=== hazard_ctrl_param_flat ===
File: config.mk
export PLATFORM = sky130hd
export DESIGN_NAME = hazard_ctrl_param_flat
export DESIGN_NICKNAME = d
export VERILOG_FILES = /design/src/rtl/hazard_ctrl_param_pkg.sv /design/src/rtl/hazard_ctrl_param_if.sv /design/src/rtl/hazard_ctrl_param_perf_cnt.sv /design/src/rtl/hazard_ctrl_param.sv /design/src/flat_wrapper.sv
export SDC_FILE = /design/constraint.sdc
export NUM_CORES = 1
export LEC_CHECK = 0
export CORE_ASPECT_RATIO = 0.6
export CORE_MARGIN = 2
export CORE_UTILIZATION = 33
export CTS_CLUSTER_DIAMETER = 200
export DETAILED_ROUTE_END_ITERATION = 8
export GPL_TIMING_DRIVEN = 0
export PLACE_DENSITY = 0.91
export SLEW_MARGIN = 0
export SYNTH_ARGS = -nofsm -noshare
export SYNTH_HDL_FRONTEND = slang
export SYNTH_SLANG_ARGS = --single-unit
File: constraint.sdc
create_clock -name i_clk -period 1.6 [get_ports i_clk]
set_input_delay 0.24 -clock i_clk [delete_from_list [all_inputs] [get_ports i_clk]]
set_output_delay 0.24 -clock i_clk [all_outputs]
set_load 0.01 [all_outputs]
File: src/rtl/hazard_ctrl_param_pkg.sv
// Shared types and default stage indices for the RV32I pipeline hazard controller.
// Contents:
//   lsu_wait_state_e - LSU handshake watchdog FSM states
//   DEF_*            - default pipeline-register indices and counts
package singlecycle_pkg;

    typedef enum logic {
        L_IDLE,
        L_WAIT
    } lsu_wait_state_e;

    localparam int unsigned DEF_N_STG      = 4;   // IF/ID, ID/EX, EX/MEM, MEM/WB
    localparam int unsigned DEF_BR_STG     = 2;   // EX redirect flushes IF/ID and ID/EX
    localparam int unsigned DEF_LSU_STG    = 2;   // EX/MEM holds the LSU instruction
    localparam int unsigned DEF_LD_USE_LAT = 1;
    localparam int unsigned DEF_LSU_TO     = 255;
    localparam int unsigned DEF_CNT_W      = 32;

endpackage

File: src/rtl/hazard_ctrl_param_if.sv
// Hazard-controller bundle: hazard sources from the datapath and the
// enable/flush/status signals returned to the stage registers.
// Modports:
//   master - datapath side (drives hazard sources, receives enables/flushes)
//   slave  - hazard controller side
interface hazard_ctrl_param_if
    import singlecycle_pkg::*;
#(
    parameter int unsigned N_STG = DEF_N_STG,
    parameter int unsigned CNT_W = DEF_CNT_W
);
    logic             i_is_pred_taken;
    logic             i_is_jal_inst;
    logic             i_is_pred_wrong;
    logic             i_is_jalr_inst;
    logic             i_is_depend_load;
    logic             i_is_fwd_from_WB_to_EX;
    logic             i_lsu_VALID;
    logic             i_lsu_READY;
    logic             o_pc_en;
    logic [N_STG-1:0] o_dreg_en;
    logic [N_STG-1:0] o_creg_en;
    logic [N_STG-1:0] o_flush;
    logic             o_lsu_busy;
    logic             o_lsu_timeout;
    logic [CNT_W-1:0] o_perf_stall_cnt;
    logic [CNT_W-1:0] o_perf_flush_cnt;

    modport master (
        output i_is_pred_taken, i_is_jal_inst, i_is_pred_wrong, i_is_jalr_inst,
               i_is_depend_load, i_is_fwd_from_WB_to_EX, i_lsu_VALID, i_lsu_READY,
        input  o_pc_en, o_dreg_en, o_creg_en, o_flush, o_lsu_busy, o_lsu_timeout,
               o_perf_stall_cnt, o_perf_flush_cnt
    );

    modport slave (
        input  i_is_pred_taken, i_is_jal_inst, i_is_pred_wrong, i_is_jalr_inst,
               i_is_depend_load, i_is_fwd_from_WB_to_EX, i_lsu_VALID, i_lsu_READY,
        output o_pc_en, o_dreg_en, o_creg_en, o_flush, o_lsu_busy, o_lsu_timeout,
               o_perf_stall_cnt, o_perf_flush_cnt
    );
endinterface

File: src/rtl/hazard_ctrl_param_perf_cnt.sv
// hazard_perf_cnt: free-running wrap-around event counter.
// Ports:
//   clk   - clock
//   rst_n - asynchronous active-low reset, clears the count
//   en    - count this cycle
//   cnt   - current count
module hazard_perf_cnt #(
    parameter int unsigned CNT_W = 32
) (
    input  logic             clk,
    input  logic             rst_n,
    input  logic             en,
    output logic [CNT_W-1:0] cnt
);
    logic [CNT_W-1:0] cnt_q;

    always_ff @(posedge clk or negedge rst_n) begin
        if (!rst_n) begin
            cnt_q <= '0;
        end else if (en) begin
            cnt_q <= cnt_q + 1'b1;
        end
    end

    assign cnt = cnt_q;
endmodule

File: src/rtl/hazard_ctrl_param.sv
// hazard_ctrl_param: pipeline hazard controller for an N_STG-register RV32I pipeline.
// Produces PC enable, per-register enables and flushes (combinational), the LSU
// busy flag, a sticky LSU timeout flag and optional perf counters.
// Ports:
//   i_clk   - clock
//   i_rst_n - asynchronous active-low reset
//   bus     - hazard_ctrl_param_if.slave (hazard sources in, enables/flushes out)
// Build option: define HAZARD_PERF_CNT_EN to enable the stall/flush perf counters;
// otherwise both counter outputs are tied to 0.
module hazard_ctrl_param
    import singlecycle_pkg::*;
#(
    parameter int unsigned N_STG      = DEF_N_STG,
    parameter int unsigned BR_STG     = DEF_BR_STG,
    parameter int unsigned LSU_STG    = DEF_LSU_STG,
    parameter int unsigned LD_USE_LAT = DEF_LD_USE_LAT,
    parameter int unsigned LSU_TO     = DEF_LSU_TO,
    parameter int unsigned CNT_W      = DEF_CNT_W
) (
    input logic              i_clk,
    input logic              i_rst_n,
    hazard_ctrl_param_if.slave bus
);
    localparam int unsigned LCW = (LD_USE_LAT > 1) ? $clog2(LD_USE_LAT) : 1;
    localparam int unsigned WCW = (LSU_TO > 1) ? $clog2(LSU_TO + 1) : 1;
    localparam logic [LCW-1:0] LD_RELOAD = LCW'(LD_USE_LAT - 1);
    localparam logic [WCW-1:0] TO_W      = WCW'(LSU_TO);

    logic             lsu_stall;
    logic             ld_stall;
    logic             pc_en;
    logic [N_STG-1:0] en;
    logic [N_STG-1:0] flush;

    logic [LCW-1:0]  ld_cnt_q, ld_cnt_d;
    lsu_wait_state_e state_q, state_d;
    logic [WCW-1:0]  wait_cnt_q, wait_cnt_d;
    logic            timeout_q, timeout_d;

    // Enable/flush merge: each source clears enables and sets flushes.
    always_comb begin
        lsu_stall = bus.i_lsu_VALID & ~bus.i_lsu_READY;
        ld_stall  = (ld_cnt_q != '0) | bus.i_is_depend_load;
        pc_en     = 1'b1;
        en        = '1;
        flush     = '0;

        if (bus.i_is_pred_taken | bus.i_is_jal_inst) begin
            flush[0] = 1'b1;
        end
        if (bus.i_is_pred_wrong | bus.i_is_jalr_inst) begin
            for (int unsigned i = 0; i < BR_STG; i++) flush[i] = 1'b1;
        end
        if (lsu_stall) begin
            pc_en = 1'b0;
            for (int unsigned i = 0; i <= LSU_STG; i++) en[i] = 1'b0;
            flush[LSU_STG+1] = 1'b1;
        end
        if (ld_stall) begin
            pc_en    = 1'b0;
            en[0]    = 1'b0;
            flush[1] = 1'b1;
        end
        // The WB value being forwarded into a held EX stage would retire while EX waits.
        if (bus.i_is_fwd_from_WB_to_EX & ~en[1] & en[N_STG-1]) begin
            pc_en = 1'b0;
            en    = '0;
        end
    end

    // Load-use counter: reloads only when idle, frozen while the LSU stalls.
    always_comb begin
        ld_cnt_d = ld_cnt_q;
        if (ld_cnt_q == '0) begin
            ld_cnt_d = bus.i_is_depend_load ? LD_RELOAD : '0;
        end else if (!lsu_stall) begin
            ld_cnt_d = ld_cnt_q - 1'b1;
        end
    end

    // LSU watchdog FSM with saturating wait counter.
    always_comb begin
        state_d    = state_q;
        wait_cnt_d = '0;
        timeout_d  = timeout_q;
        unique case (state_q)
            L_IDLE: if (lsu_stall) state_d = L_WAIT;
            L_WAIT: if (bus.i_lsu_READY || !bus.i_lsu_VALID) state_d = L_IDLE;
            default: state_d = L_IDLE;
        endcase
        if (state_q == L_WAIT && state_d == L_WAIT) begin
            wait_cnt_d = (wait_cnt_q == TO_W) ? wait_cnt_q : wait_cnt_q + 1'b1;
            if (wait_cnt_d == TO_W) timeout_d = 1'b1;
        end
    end

    always_ff @(posedge i_clk or negedge i_rst_n) begin
        if (!i_rst_n) begin
            ld_cnt_q   <= '0;
            state_q    <= L_IDLE;
            wait_cnt_q <= '0;
            timeout_q  <= 1'b0;
        end else begin
            ld_cnt_q   <= ld_cnt_d;
            state_q    <= state_d;
            wait_cnt_q <= wait_cnt_d;
            timeout_q  <= timeout_d;
        end
    end

    assign bus.o_pc_en       = pc_en;
    assign bus.o_dreg_en     = en;
    assign bus.o_creg_en     = en;
    assign bus.o_flush       = flush;
    assign bus.o_lsu_busy    = lsu_stall;
    assign bus.o_lsu_timeout = timeout_q;

`ifdef HAZARD_PERF_CNT_EN
    hazard_perf_cnt #(
        .CNT_W (CNT_W)
    ) u_stall_cnt (
        .clk   (i_clk),
        .rst_n (i_rst_n),
        .en    (~pc_en),
        .cnt   (bus.o_perf_stall_cnt)
    );

    hazard_perf_cnt #(
        .CNT_W (CNT_W)
    ) u_flush_cnt (
        .clk   (i_clk),
        .rst_n (i_rst_n),
        .en    (|flush),
        .cnt   (bus.o_perf_flush_cnt)
    );
`else
    assign bus.o_perf_stall_cnt = {CNT_W{1'b0}};
    assign bus.o_perf_flush_cnt = {CNT_W{1'b0}};
`endif
endmodule

File: src/flat_wrapper.sv
// flat-port wrapper written by rule: the top's interface ports become plain ports
module hazard_ctrl_param_flat import singlecycle_pkg::*;
#(
    parameter int unsigned N_STG      = DEF_N_STG,
    parameter int unsigned BR_STG     = DEF_BR_STG,
    parameter int unsigned LSU_STG    = DEF_LSU_STG,
    parameter int unsigned LD_USE_LAT = DEF_LD_USE_LAT,
    parameter int unsigned LSU_TO     = DEF_LSU_TO,
    parameter int unsigned CNT_W      = DEF_CNT_W
)
  (i_clk, i_rst_n, bus_i_is_pred_taken, bus_i_is_jal_inst, bus_i_is_pred_wrong, bus_i_is_jalr_inst, bus_i_is_depend_load, bus_i_is_fwd_from_WB_to_EX, bus_i_lsu_VALID, bus_i_lsu_READY, bus_o_pc_en, bus_o_dreg_en, bus_o_creg_en, bus_o_flush, bus_o_lsu_busy, bus_o_lsu_timeout, bus_o_perf_stall_cnt, bus_o_perf_flush_cnt);
  hazard_ctrl_param_if #(.N_STG(N_STG), .CNT_W(CNT_W)) bus_i ();
  input logic i_clk;
  input logic i_rst_n;
  input wire logic [$bits(bus_i.i_is_pred_taken)-1:0] bus_i_is_pred_taken;
  input wire logic [$bits(bus_i.i_is_jal_inst)-1:0] bus_i_is_jal_inst;
  input wire logic [$bits(bus_i.i_is_pred_wrong)-1:0] bus_i_is_pred_wrong;
  input wire logic [$bits(bus_i.i_is_jalr_inst)-1:0] bus_i_is_jalr_inst;
  input wire logic [$bits(bus_i.i_is_depend_load)-1:0] bus_i_is_depend_load;
  input wire logic [$bits(bus_i.i_is_fwd_from_WB_to_EX)-1:0] bus_i_is_fwd_from_WB_to_EX;
  input wire logic [$bits(bus_i.i_lsu_VALID)-1:0] bus_i_lsu_VALID;
  input wire logic [$bits(bus_i.i_lsu_READY)-1:0] bus_i_lsu_READY;
  output wire logic [$bits(bus_i.o_pc_en)-1:0] bus_o_pc_en;
  output wire logic [$bits(bus_i.o_dreg_en)-1:0] bus_o_dreg_en;
  output wire logic [$bits(bus_i.o_creg_en)-1:0] bus_o_creg_en;
  output wire logic [$bits(bus_i.o_flush)-1:0] bus_o_flush;
  output wire logic [$bits(bus_i.o_lsu_busy)-1:0] bus_o_lsu_busy;
  output wire logic [$bits(bus_i.o_lsu_timeout)-1:0] bus_o_lsu_timeout;
  output wire logic [$bits(bus_i.o_perf_stall_cnt)-1:0] bus_o_perf_stall_cnt;
  output wire logic [$bits(bus_i.o_perf_flush_cnt)-1:0] bus_o_perf_flush_cnt;
  assign bus_i.i_is_pred_taken = bus_i_is_pred_taken;
  assign bus_i.i_is_jal_inst = bus_i_is_jal_inst;
  assign bus_i.i_is_pred_wrong = bus_i_is_pred_wrong;
  assign bus_i.i_is_jalr_inst = bus_i_is_jalr_inst;
  assign bus_i.i_is_depend_load = bus_i_is_depend_load;
  assign bus_i.i_is_fwd_from_WB_to_EX = bus_i_is_fwd_from_WB_to_EX;
  assign bus_i.i_lsu_VALID = bus_i_lsu_VALID;
  assign bus_i.i_lsu_READY = bus_i_lsu_READY;
  assign bus_o_pc_en = bus_i.o_pc_en;
  assign bus_o_dreg_en = bus_i.o_dreg_en;
  assign bus_o_creg_en = bus_i.o_creg_en;
  assign bus_o_flush = bus_i.o_flush;
  assign bus_o_lsu_busy = bus_i.o_lsu_busy;
  assign bus_o_lsu_timeout = bus_i.o_lsu_timeout;
  assign bus_o_perf_stall_cnt = bus_i.o_perf_stall_cnt;
  assign bus_o_perf_flush_cnt = bus_i.o_perf_flush_cnt;
  hazard_ctrl_param #(.N_STG(N_STG), .BR_STG(BR_STG), .LSU_STG(LSU_STG), .LD_USE_LAT(LD_USE_LAT), .LSU_TO(LSU_TO), .CNT_W(CNT_W)) u_core (.i_clk(i_clk), .i_rst_n(i_rst_n), .bus(bus_i));
endmodule
=== mem_stage ===
**config.mk**
```make
export PLATFORM = sky130hd
export DESIGN_NAME = mem_stage
export DESIGN_NICKNAME = d
export VERILOG_FILES = /design/src/rtl/cpu_types_pkg.sv /design/src/rtl/memwb_if.sv /design/src/rtl/memwb_latch.sv /design/src/rtl/mem_stage.sv
export SDC_FILE = /design/constraint.sdc
export NUM_CORES = 1
export LEC_CHECK = 0
export CORE_AREA = 2 2 126 128
export CTS_CLUSTER_SIZE = 40
export DETAILED_ROUTE_END_ITERATION = 16
export DIE_AREA = 0 0 128 130
export GPL_TIMING_DRIVEN = 0
export PLACE_DENSITY = 0.75
export SYNTH_ARGS = -nofsm -noshare
export SYNTH_HDL_FRONTEND = slang
export SYNTH_SLANG_ARGS = --single-unit
```
**constraint.sdc**
```tcl
create_clock -name clk_i -period 4.6 [get_ports clk_i]
set_input_delay 0.92 -clock clk_i [delete_from_list [all_inputs] [get_ports clk_i]]
set_output_delay 0.92 -clock clk_i [all_outputs]
set_load 0.1 [all_outputs]
```
**src/rtl/cpu_types_pkg.sv**
```systemverilog
// Shared CPU datapath types: word and register-index widths, MEM-stage FSM states,
// and the MEM/WB register payload.
package cpu_types_pkg;
  localparam int WORD_W = 32;
  localparam int REG_W  = 5;

  typedef logic [WORD_W-1:0] word_t;
  typedef logic [REG_W-1:0]  regbits_t;

  typedef enum logic [1:0] {IDLE, ACCESS, HALTED} memstate_t;

  typedef struct packed {
    logic     valid;
    logic     regWEN;
    regbits_t wsel;
    word_t    wdat;
    word_t    pc;
    logic     halt;
  } memwb_t;

  function automatic word_t word_align(input word_t a);
    return {a[WORD_W-1:2], 2'b00};
  endfunction
endpackage

```
**src/rtl/memwb_if.sv**
```systemverilog
// MEM/WB register boundary: next-state payload plus capture strobe in, latched payload out.
interface memwb_if;
  import cpu_types_pkg::*;
  logic   cap;
  memwb_t d;
  memwb_t q;
  modport latch (input cap, input d, output q);
  modport stage (output cap, output d, input q);
endinterface

```
**src/rtl/memwb_latch.sv**
```systemverilog
// MEM/WB pipeline register: captures on cap, otherwise inserts a bubble (valid/regWEN
// cleared, payload held). halt is sticky once captured.
module memwb_latch
  import cpu_types_pkg::*;
(
  input  logic   clk_i,
  input  logic   rst_i,
  memwb_if.latch mw
);
  memwb_t q_q, q_d;

  always_comb begin
    q_d        = q_q;
    q_d.valid  = 1'b0;
    q_d.regWEN = 1'b0;
    if (mw.cap) begin
      q_d      = mw.d;
      q_d.halt = q_q.halt | mw.d.halt;
    end
  end

  always_ff @(posedge clk_i or posedge rst_i) begin
    if (rst_i) q_q <= '0;
    else       q_q <= q_d;
  end

  assign mw.q = q_q;
endmodule

```
**src/rtl/mem_stage.sv**
```systemverilog
// MEM pipeline stage: issues word loads/stores to the data cache, stalls until dhit,
// forwards results, and feeds the MEM/WB register. Halt is terminal until reset.
module mem_stage
  import cpu_types_pkg::*;
#(
  parameter int MAX_WAIT = 256
) (
  input  logic     clk_i,
  input  logic     rst_i,
  input  logic     ex_valid_i,
  input  logic     ex_regWEN_i,
  input  logic     ex_dREN_i,
  input  logic     ex_dWEN_i,
  input  logic     ex_halt_i,
  input  regbits_t ex_wsel_i,
  input  word_t    ex_aluresult_i,
  input  word_t    ex_rdat2_i,
  input  word_t    ex_pc_i,
  input  logic     dhit_i,
  input  word_t    dmemload_i,
  output logic     dmemREN_o,
  output logic     dmemWEN_o,
  output word_t    dmemaddr_o,
  output word_t    dmemstore_o,
  output logic     mem_stall_o,
  output logic     fwd_valid_o,
  output regbits_t fwd_wsel_o,
  output word_t    fwd_wdat_o,
  output logic     wb_valid_o,
  output logic     wb_regWEN_o,
  output regbits_t wb_wsel_o,
  output word_t    wb_wdat_o,
  output word_t    wb_pc_o,
  output logic     wb_halt_o,
  output logic     mem_misalign_o,
  output logic     mem_timeout_o
);
  localparam logic [15:0] MAX_W = 16'(MAX_WAIT);

  memstate_t   state_q, state_d;
  logic [15:0] cnt_q, cnt_d;
  logic        timeout_q, timeout_d;
  logic        halted, acc, is_store, regwen;
  word_t       wdat;

  assign halted   = (state_q == HALTED);
  // Reset gates the request combinationally so an in-flight access is dropped at once.
  assign acc      = ~rst_i & ex_valid_i & (ex_dREN_i | ex_dWEN_i) & ~halted;
  assign is_store = ex_dWEN_i & ~ex_dREN_i;
  assign regwen   = ex_regWEN_i & ~is_store;
  assign wdat     = ex_dREN_i ? dmemload_i : ex_aluresult_i;

  assign dmemREN_o      = acc & ex_dREN_i;
  assign dmemWEN_o      = acc & is_store;
  assign dmemaddr_o     = word_align(ex_aluresult_i);
  assign dmemstore_o    = ex_rdat2_i;
  assign mem_stall_o    = acc & ~dhit_i;
  assign mem_misalign_o = acc & dhit_i & (ex_aluresult_i[1:0] != 2'b00);
  assign mem_timeout_o  = timeout_q;

  assign fwd_valid_o = ex_valid_i & regwen & (ex_wsel_i != '0) & ~mem_stall_o & ~halted;
  assign fwd_wsel_o  = ex_wsel_i;
  assign fwd_wdat_o  = wdat;

  always_comb begin
    state_d   = state_q;
    cnt_d     = cnt_q;
    timeout_d = timeout_q;
    case (state_q)
      IDLE: if (acc && !dhit_i) begin
        state_d = ACCESS;
        cnt_d   = '0;
      end
      ACCESS: begin
        if (!acc || dhit_i) begin
          state_d = IDLE;
        end else begin
          if (cnt_q != '1) cnt_d = cnt_q + 16'd1;
          if (cnt_d >= MAX_W) timeout_d = 1'b1;
        end
      end
      HALTED:  state_d = HALTED;
      default: state_d = IDLE;
    endcase
    // A halt only retires once any access it shares the slot with has completed.
    if (!halted && ex_valid_i && ex_halt_i && !mem_stall_o) state_d = HALTED;
  end

  always_ff @(posedge clk_i or posedge rst_i) begin
    if (rst_i) begin
      state_q   <= IDLE;
      cnt_q     <= '0;
      timeout_q <= 1'b0;
    end else begin
      state_q   <= state_d;
      cnt_q     <= cnt_d;
      timeout_q <= timeout_d;
    end
  end

  memwb_if mw ();

  assign mw.cap = ex_valid_i & ~mem_stall_o & ~halted;
  always_comb begin
    mw.d        = '0;
    mw.d.valid  = 1'b1;
    mw.d.regWEN = regwen;
    mw.d.wsel   = ex_wsel_i;
    mw.d.wdat   = wdat;
    mw.d.pc     = ex_pc_i;
    mw.d.halt   = ex_halt_i;
  end

  memwb_latch u_memwb (
    .clk_i (clk_i),
    .rst_i (rst_i),
    .mw    (mw.latch)
  );

  assign wb_valid_o  = mw.q.valid;
  assign wb_regWEN_o = mw.q.regWEN;
  assign wb_wsel_o   = mw.q.wsel;
  assign wb_wdat_o   = mw.q.wdat;
  assign wb_pc_o     = mw.q.pc;
  assign wb_halt_o   = mw.q.halt;
endmodule

```
=== instr_word_encoder ===
--- src/rtl/instr_word_encoder.sv ---
// Packs instruction fields into 16-bit words and buffers them in a small FIFO.
// Optional INSTR_ENC_STATS_EN adds an emitted-word counter and sticky overflow flag.
module instr_word_encoder #(
  parameter int WORD_SIZE = 16,
  parameter int DEPTH     = 4,
  localparam int PTR_W    = $clog2(DEPTH)
) (
  input  logic                 clk,
  input  logic                 rst_n,
  input  logic                 in_valid,
  output logic                 in_ready,
  input  logic [4:0]           in_opcode,
  input  logic                 in_imm_flag,
  input  logic [2:0]           in_reg,
  input  logic [2:0]           in_dest,
  input  logic [2:0]           in_src,
  input  logic [7:0]           in_imm8,
  output logic                 out_valid,
  input  logic                 out_ready,
  output logic [WORD_SIZE-1:0] out_word,
  output logic                 out_imm_flag,
  output logic [PTR_W:0]       level
`ifdef INSTR_ENC_STATS_EN
  ,
  output logic [15:0]          words_emitted,
  output logic                 fifo_overflow_attempt
`endif
);

  localparam logic [PTR_W:0] FULL_LVL = (PTR_W+1)'(DEPTH);

  typedef struct packed {
    logic                 flag;
    logic [WORD_SIZE-1:0] word;
  } ent_t;

  ent_t             mem [DEPTH];
  ent_t             enc;
  logic [PTR_W-1:0] wr_ptr;
  logic [PTR_W-1:0] rd_ptr;
  logic             push;
  logic             pop;
  logic             full;
  logic             empty;

  always_comb begin
    enc.flag = in_imm_flag;
    if (in_imm_flag) begin
      enc.word = {in_opcode, in_reg, in_imm8};
    end else begin
      enc.word = {in_opcode, 3'b000, 1'b0, in_dest, 1'b0, in_src};
    end
  end

  assign full      = (level == FULL_LVL);
  assign empty     = (level == '0);
  assign in_ready  = !full;
  assign out_valid = !empty;
  assign push      = in_valid && in_ready;
  assign pop       = out_valid && out_ready;

  // Head is masked while empty so stale storage never reaches the consumer.
  assign out_word     = empty ? '0   : mem[rd_ptr].word;
  assign out_imm_flag = empty ? 1'b0 : mem[rd_ptr].flag;

  always_ff @(posedge clk) begin
    if (rst_n && push) begin
      mem[wr_ptr] <= enc;
    end
  end

  always_ff @(posedge clk) begin
    if (!rst_n) begin
      wr_ptr <= '0;
      rd_ptr <= '0;
      level  <= '0;
    end else begin
      if (push) begin
        wr_ptr <= wr_ptr + PTR_W'(1);
      end
      if (pop) begin
        rd_ptr <= rd_ptr + PTR_W'(1);
      end
      if (push && !pop) begin
        level <= level + (PTR_W+1)'(1);
      end else if (pop && !push) begin
        level <= level - (PTR_W+1)'(1);
      end
    end
  end

`ifdef INSTR_ENC_STATS_EN
  always_ff @(posedge clk) begin
    if (!rst_n) begin
      words_emitted         <= '0;
      fifo_overflow_attempt <= 1'b0;
    end else begin
      if (pop) begin
        words_emitted <= words_emitted + 16'd1;
      end
      if (in_valid && full) begin
        fifo_overflow_attempt <= 1'b1;
      end
    end
  end
`endif

endmodule
--- config.mk ---
export PLATFORM = sky130hd
export DESIGN_NAME = instr_word_encoder
export DESIGN_NICKNAME = d
export VERILOG_FILES = /design/src/rtl/instr_word_encoder.sv
export SDC_FILE = /design/constraint.sdc
export NUM_CORES = 1
export LEC_CHECK = 0
export CAP_MARGIN = 20
export CORE_MARGIN = 4
export CORE_UTILIZATION = 48
export DETAILED_ROUTE_END_ITERATION = 7
export PLACE_DENSITY = 0.75
export SETUP_SLACK_MARGIN = 0.4
export SLEW_MARGIN = 40
export SYNTH_ARGS = -nofsm -noshare
export SYNTH_HDL_FRONTEND = slang
export SYNTH_SLANG_ARGS = --single-unit
--- constraint.sdc ---
create_clock -name clk -period 1.9 [get_ports clk]
set_input_delay 0.285 -clock clk [delete_from_list [all_inputs] [get_ports clk]]
set_output_delay 0.285 -clock clk [all_outputs]
set_load 0.01 [all_outputs]
=== v810_imau ===
File: src/rtl/v810_imau.sv
// rtl/v810_imau.sv - instruction-side memory access unit: ICI requests to V810 external read cycles
module v810_imau #(
   parameter bit         BUS16     = 1'b0,
   parameter logic [1:0] ST_IFETCH = 2'b00
) (
   input  logic        CLK,
   input  logic        RESn,
   input  logic        CE,
   input  logic [31:0] ICIA,
   output logic [31:0] ICID,
   input  logic        ICIREQ,
   output logic        ICIACK,
   output logic        BREQ,
   input  logic        BGNT,
   output logic [31:0] A,
   input  logic [31:0] D,
   output logic        BCYSTn,
   input  logic        READYn,
   output logic [3:0]  BEn,
   output logic        RW,
   output logic [1:0]  ST
);

   typedef enum logic [1:0] {IDLE, T1, T2, ACK} state_t;

   state_t      state_q;
   logic [31:0] a_q;
   logic [31:0] icid_q;
   logic        half_q;

   // Bus cycle sequencer: one read per request, two halfword reads on a 16-bit bus
   always_ff @(posedge CLK or negedge RESn) begin
      if (!RESn) begin
         state_q <= IDLE;
         a_q     <= 32'h0;
         icid_q  <= 32'h0;
         half_q  <= 1'b0;
      end else if (CE) begin
         case (state_q)
            IDLE: begin
               if (ICIREQ && BGNT) begin
                  state_q <= T1;
                  a_q     <= {ICIA[31:2], 2'b00};
                  half_q  <= 1'b0;
               end
            end
            T1: state_q <= T2;
            T2: begin
               if (!READYn) begin
                  if (!BUS16) begin
                     icid_q  <= D;
                     state_q <= ACK;
                  end else if (!half_q) begin
                     icid_q[15:0] <= D[15:0];
                     half_q       <= 1'b1;
                     a_q[1]       <= 1'b1;
                     state_q      <= T1;
                  end else begin
                     icid_q[31:16] <= D[15:0];
                     state_q       <= ACK;
                  end
               end
            end
            default: state_q <= IDLE;
         endcase
      end
   end

   // Strobes decode from state; the bus is held once a cycle has started.
   // BREQ is gated by reset so it reads low while reset is asserted.
   always_comb begin
      BCYSTn = (state_q != T1);
      ICIACK = (state_q == ACK) && ICIREQ;
      ST     = (state_q != IDLE) ? ST_IFETCH : 2'b11;
      BREQ   = RESn && ((state_q != IDLE) || ICIREQ);
   end

   assign A    = a_q;
   assign ICID = icid_q;
   assign BEn  = BUS16 ? 4'b1100 : 4'b0000;
   assign RW   = 1'b1;

endmodule

File: config.mk
export PLATFORM = sky130hd
export DESIGN_NAME = v810_imau
export DESIGN_NICKNAME = d
export VERILOG_FILES = /design/src/rtl/v810_imau.sv
export SDC_FILE = /design/constraint.sdc
export NUM_CORES = 1
export LEC_CHECK = 0
export ABC_AREA = 1
export CORE_UTILIZATION = 30
export CTS_BUF_LIST = sky130_fd_sc_hd__clkbuf_8
export CTS_CLUSTER_SIZE = 12
export DETAILED_ROUTE_END_ITERATION = 6
export GPL_ROUTABILITY_DRIVEN = 1
export HOLD_SLACK_MARGIN = 0.15
export SLEW_MARGIN = 40
export SYNTH_ARGS = -nofsm -noshare
export SYNTH_HDL_FRONTEND = slang
export SYNTH_SLANG_ARGS = --single-unit
File: constraint.sdc
create_clock -name CLK -period 3.25 [get_ports CLK]
set_input_delay 0.65 -clock CLK [delete_from_list [all_inputs] [get_ports CLK]]
set_output_delay 0.65 -clock CLK [all_outputs]
set_load 0.005 [all_outputs]

==> layout pictures side by side <==
The metal 2 layer.
(a)
(4 px per µm)
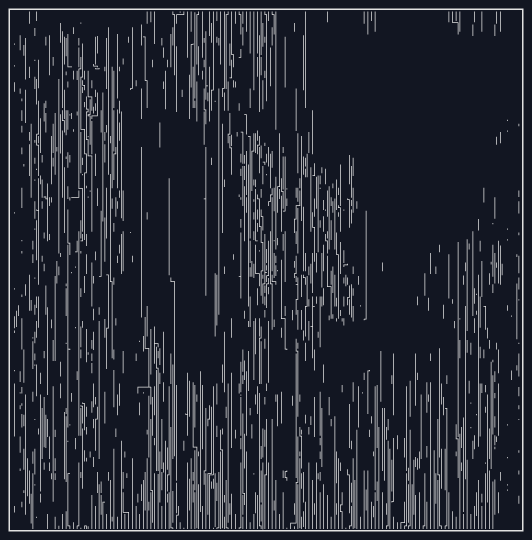
(b)
(4 px per µm)
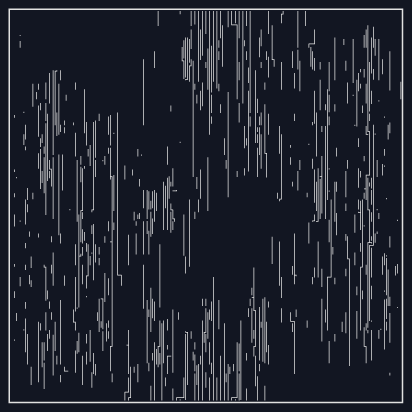
(c)
(8 px per µm)
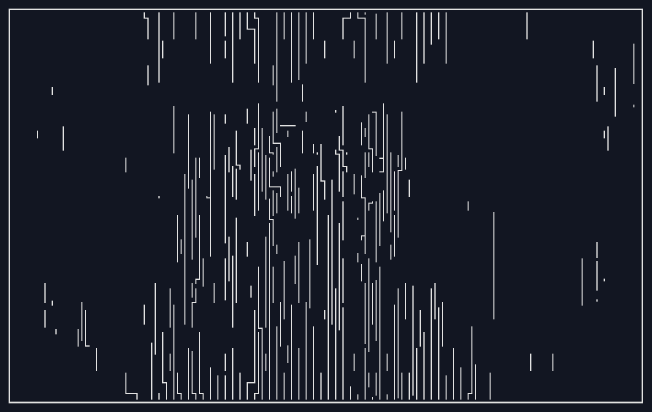
(d)
(4 px per µm)
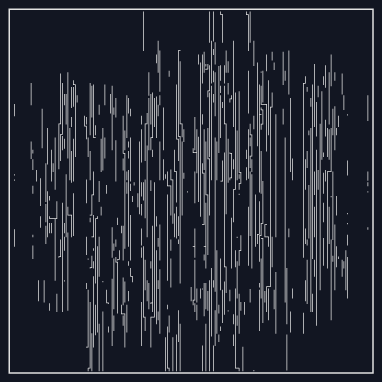
hazard_ctrl_param_flat -> (c)
mem_stage -> (a)
v810_imau -> (b)
instr_word_encoder -> (d)
- smallest die: (c)

### Wires at chosen ports, followed through buffers, mem_stage

(2 px per µm)
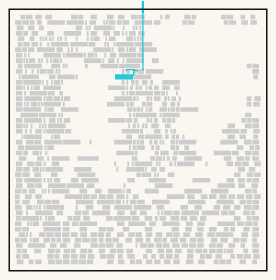
[wb_halt_o] cyan | bits: 1 | direction: output | edge: north | end cells: 1 | buffers: 1 | wire: 39.8 µm

==> impl_metrics.ini, mem_stage <==
; implementation run metrics
[final_timing]
timing.max_slew.rel_slack_pct = 27.3
final.hold.worst_slack_ns = 0.472
finalWorstSetupSlack_ns = 0.178
timing_max_transition_violations_final = 0

[critical_path]
worstPathCellList = clkdlybuf4s50_1 -> o21bai_2 -> o211ai_1 -> inv_2 -> and3_1 -> o21a_1 -> clkdlybuf4s50_1
worst_path_max_fanout = 9
crit_start = rst_i
worst_r2r_endpoint = u_memwb.mw.q[35]$_DFFE_PP0P_

[cts]
cts_tree = yes
cts_sinks = 91
post-cts-setup-buffer-count = 0

[grt]
use_met2_pct = 31.6
grt_pass1_vias = 4320
grt_start_max_net_pins = 39

[floorplan]
core_um2 = 15400
rows = 46

[final_layout]
layout.non_clock_inverters = 12
clock_tree_area_fraction_pct = 4.16
nMultiInputCombCells = 292
nNonClkBuffers = 376
layout.area.comb_um2 = 1860

[routing]
topRoutingLayerUsed = met4
routed_wirelength_mm = 15.3

[run_status]
run_status = complete, no violations

[synthesis]
top_cell_area_share_pct = 47.6
netlist_top_cells_area = dfrtp_1 (48%), mux2_2 (15%), buf_4 (11%), nand2_1 (9.6%), o21ai_0 (1.2%)
synth-main-ff-cell = dfrtp_1
synth_seq_share_pct = 47.6
yosys-stat-cells = 484
synth_cells = 484
mem_stage: report_power, final:
part / internal, µW / switching [µW] / leakage, µW
registers: 1140 / 197 / 0.00112
logic: 965 / 3180 / 0.00237
clock network: 546 / 308 / 0.000163
mem_stage: kinds of logic after synthesis:
logic type | share of synthesized area, %
AOI/OAI and AO/OA | 6.35
xor gates and xnor gates | 0.549
adders and majority gates | 0.261
buffers and inverters | 13.5
DFF | 47.6
muxes | 15.5
other | 0.0784
and+or+nand+nor | 16.1
mem_stage: worst min-delay path, cell delays in order (launching register included):
cell,delay [ns]
dfrtp_1,0.34
nand2_1,0.05
nand2_1,0.05
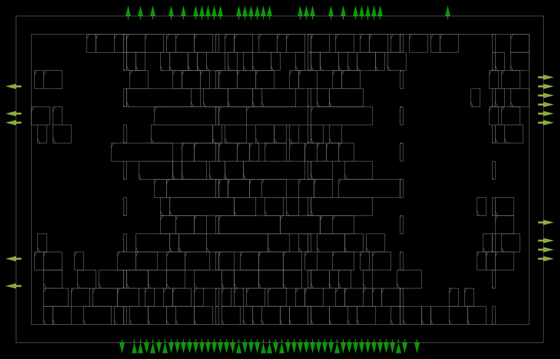
*Cell placement, hazard_ctrl_param_flat*
post-route non-filler standard cell count: 271
core area: 3240 µm²
register share of the cell area: 15.9%
Filler cells: 292
flop count: 11

==> impl_metrics.ini, hazard_ctrl_param_flat <==
; implementation run metrics
[run_status]
run_status = complete, no violations

[critical_path]
cp_num_buf_inv = 3
cpPeakStageDelay_ns = 0.37
regToRegSetupSlack_ns = 0.11
timing_worst_setup_path_type = register to output pin
path_depth = 4

[routing]
post_drt_via_cell_ratio = 3.42
route.detailed.drc = 0

[floorplan]
tapCellCount = 45
die_height_um = 49.0
die_width_um = 79.0

[power]
vdd_drop_max_mv = 0.288
power.total_uw = 863
p_switching_uw = 245

[synthesis]
synth.ff_latch_count = 11
yosys-stat-cells = 129
syn_avg_cell_area_um2 = 8.62
cell_area_after_technology_mapping_um2 = 1110
synth_cells = 129
synthMostInstantiatedCell = buf_4

[place]
detailed_place.area_um2 = 1640

[cts]
cts_root_buffer = clkbuf_8
count_of_hold_fix_buffers_inserted_at_cts = 0
cts.repair.resized = 39
max-clock-path-buffers = 2
cts_buffers = 3

[run]
maxCapViolCount = 0
count_of_tool_warnings = 26

[final_layout]
layout.area.comb_um2 = 551
num-clock-buffers = 3
synthToLayoutAreaGrowth_pct = 57.4
lay_top_cells = buf_4 (76), conb_1 (65), clkdlybuf4s50_1 (10)
num_antenna_cells = 0

[final_timing]
rsz0062_at_grt = false
finalClockSkew_ns = 0.00113

[grt]
grt_antenna_before_repair = 0
## hazard_ctrl_param_flat: logic make-up (layout without fill, tap and decap cells)
kind of cell	count (synthesis)	count (layout)	share of synthesized area, %
xor+xnor	4	4	3.15
fa+ha+maj	1	1	1.12
buf+inv	74	107	49.9
mux	2	2	1.80
compound gates	10	10	6.19
flops	11	11	24.7
other cells	1	65	0.337
simple gates	26	26	12.7
## hazard_ctrl_param_flat: worst register-to-register path, stage by stage, from the launching register on
cell     delay, ns
dfrtp_2       0.43
ha_4          0.17
nand4_1       0.14
or2_1         0.27
buf_6         0.14
xnor2_1       0.18
nor2_1        0.06
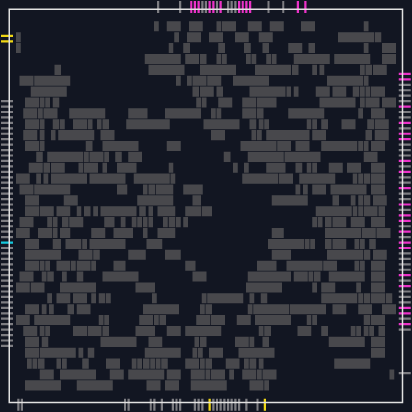
*Ports around the boundary, v810_imau*
(4 px per µm) Pins as bars across the die edge, other pins in grey.
[D] magenta | pins: 32 | direction: input | edge: 20 east, 12 north
[BEn] yellow | pins: 4 | direction: output | edge: 2 south, 2 west
[BREQ] cyan | pins: 1 | direction: output | edge: west
all pins by edge: 49 east, 48 west, 25 south, 22 north

==> impl_metrics.ini, v810_imau <==
; implementation run metrics
[routing]
route.detailed.drc = 12
post_drt_via_cell_ratio = 4.47
drt-wirelength-per-cell_um = 13.3
first_iter_violations = 94

[final_timing]
worstMarginPinSlew_ns = 0.656
timing_max_transition_violations_final = 0
finalWorstSetupSlack_ns = 0.721
finalClockSkew_ns = 0.0102

[final_layout]
lay_top_cells = clkdlybuf4s50_1 (133), nand2_1 (132), dfrtp_1 (64)
layout.area.comb_um2 = 951
register_area_um2 = 1600
final.fill_count = 885
area.share.sequential_pct = 36.9
flops = 64
layout.non_clock_inverters = 7

[grt]
grt_start_max_net_pins = 65

[cts]
cts_sinks = 64
htree_num_levels = 3
post-cts-setup-buffer-count = 0
cts_tree = yes

[floorplan]
die_height_um = 97.9

[run_status]
failed_checks = design-rule violations
run_status = finished with violations

[critical_path]
timing.critical_path.slowest_stage_cell = clkdlybuf4s50_1
worst_path_max_fanout = 5
worstPathCellList = inv_1 -> ha_1 -> inv_1 -> o21a_1 -> clkdlybuf4s50_1
path_common_cell = inv_1

[place]
post-place-cells = 531
globalplace.congestion = 0.698

[synthesis]
synth_cells = 307
mux_cell_area_share_pct = 0
largest_area_cell = dfrtp_1
top_cell_area_share_pct = 58.0

[power]
power.density_cell_area_nw_per_um2 = 887
[v810_imau: registers in the layout (all words and copies together) (netlist names)]
name	flops
ICID	32
A	30
state_q	2
[v810_imau: report_power, final]
part,internal (µW),switching [µW]
combinational,953,634
clock,535,319
sequential,1200,205
total,2690,1160
[v810_imau: routing by layer]
layer / vias to the layer above / global-route usage [%] / wire (µm)
met5: - / 0 / 0
met4: 0 / 5.36 / 71
met3: 6 / 7.02 / 832
met2: 104 / 25.2 / 3140
met1: 1123 / 20.8 / 3220
li1: 1210 / - / -
### Signal wires by layer, instr_word_encoder

(3 px per µm) Only two layers are drawn.
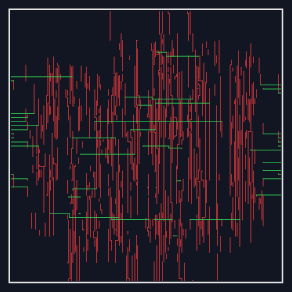
[M2] red | wire length: 3630 µm
[M3] green | wire length: 366 µm

### Wires at chosen ports, followed through buffers, instr_word_encoder

(3 px per µm)
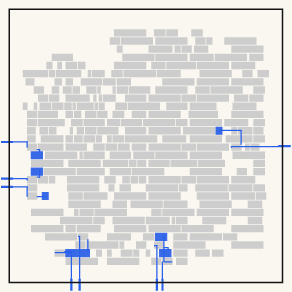
[in_imm8] blue | bits: 8 | direction: input | edge: 4 south, 3 west, 1 east | end cells: 8 | buffers: 8 | wire: 129 µm

==> impl_metrics.ini, instr_word_encoder <==
; implementation run metrics
[final_layout]
lay_top_cells = edfxtp_1 (68), buf_6 (27), clkdlybuf4s50_1 (26)
largest_reg_flops = 68
area.share.sequential_pct = 47.7
nMultiInputCombCells = 81
num-clock-buffers = 10

[cts]
cts.repair.resized = 111
cts_sinks = 77
max-clock-path-buffers = 2

[routing]
drt-wirelength-per-cell_um = 19.7
drt_pass1_iterations = 4
first_iter_violations = 160
topRoutingLayerUsed = met4

[grt]
grt_antenna_before_repair = 0

[critical_path]
timing.critical_path.slowest_stage_cell = mux4_2
path_delay_family = multiplexers

[run_status]
failed_checks = negative setup slack
run_status = finished with violations

[place]
post-dp-hpwl_mm = 3.77
place.port_buffers = 48

[final_timing]
worstMarginPinSlew_ns = 0.404
final_hold_violation_count = 0
final-setup-viol-count = 18
aggregate_negative_setup_slack_ns = -1.63
final.hold.worst_slack_ns = 0.499
finalWorstSetupSlack_ns = -0.159

[power]
power.total_uw = 6270
powerClk_uw = 1320
sequentialPowerShare_pct = 33.8
switching_share_pct = 28.1
power.combinational.fraction_pct = 45.2

[synthesis]
yosys-stat-cells = 170
synthMostInstantiatedCell = edfxtp_1
top_cell_area_share_pct = 62.4

[floorplan]
design.die.area_um2 = 8200
-- instr_word_encoder: cells by family (layout without fill, tap and decap cells) --
kind of cell,count (synthesis),count (layout),synth area share [%]
AND-OR/OR-AND,6,6,1.49
XOR/XNOR,3,3,0.803
adder cells (fa/ha/maj),6,6,2.52
buffers and inverters,12,111,2.45
flip-flops,77,77,67.9
multiplexers,26,26,15.5
AND/OR/NAND/NOR,40,40,9.37
-- instr_word_encoder: tightest hold or removal path: cells and delay by family (launching register included) --
kind / cells / cell delay, ns
AND/OR/NAND/NOR: 1 / 0.06
flip-flops: 1 / 0.34
multiplexers: 1 / 0.05


==> notes/layouts.md <==
Pictures saved along the way, in no particular order.

Ports around the boundary.
shot_01.png
(8 px per µm) Pins as bars across the die edge, other pins in grey.
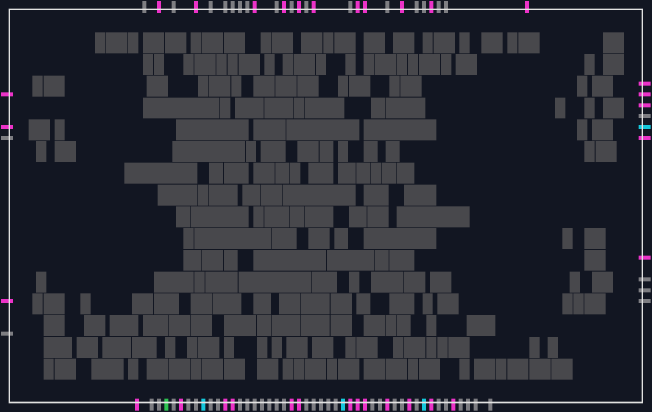
shot_02.png
(4 px per µm) Pins as bars across the die edge, other pins in grey.
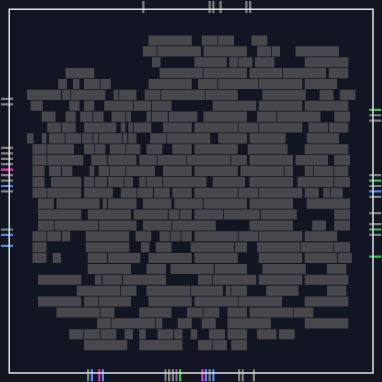
shot_03.png
(4 px per µm) Pins as bars across the die edge, other pins in grey.
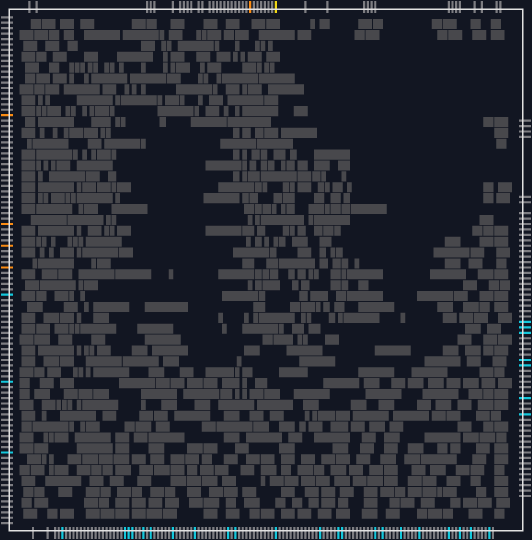
mem_stage: shot_03.png
hazard_ctrl_param_flat: shot_01.png
instr_word_encoder: shot_02.png


==> gallery <==
Cell placement.
image #1
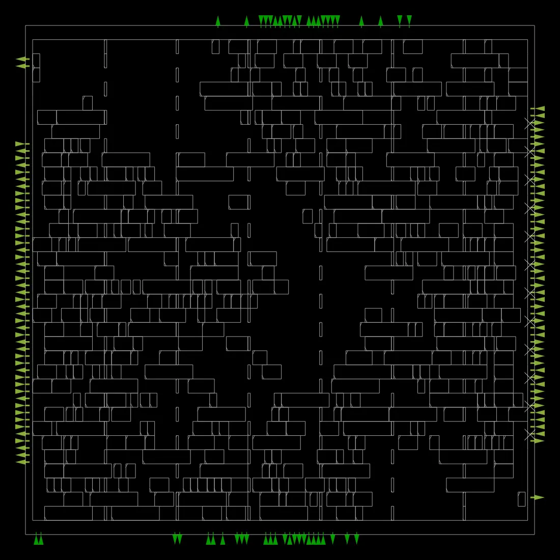
image #2
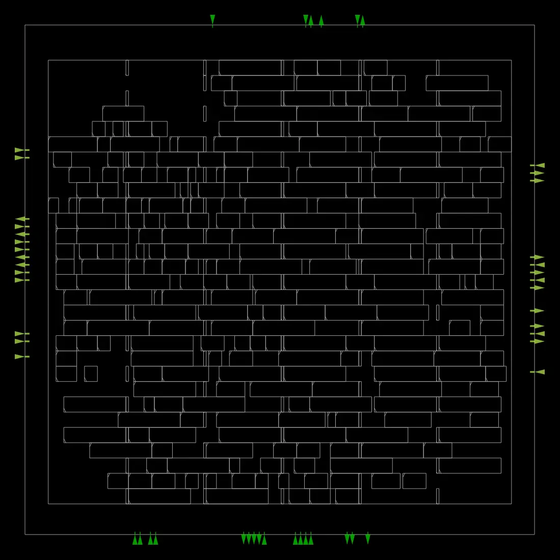
image #3
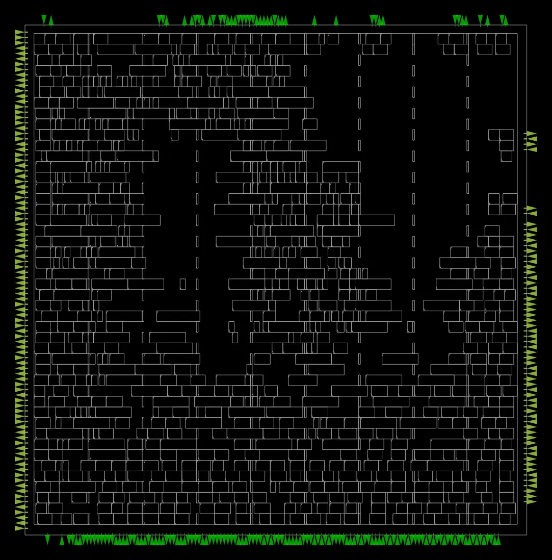
image #2: instr_word_encoder
image #1: v810_imau
image #3: mem_stage
The one with the fewest cells is image #2.
The one with the highest utilization is image #2.

Power and IR drop assume default switching activity.
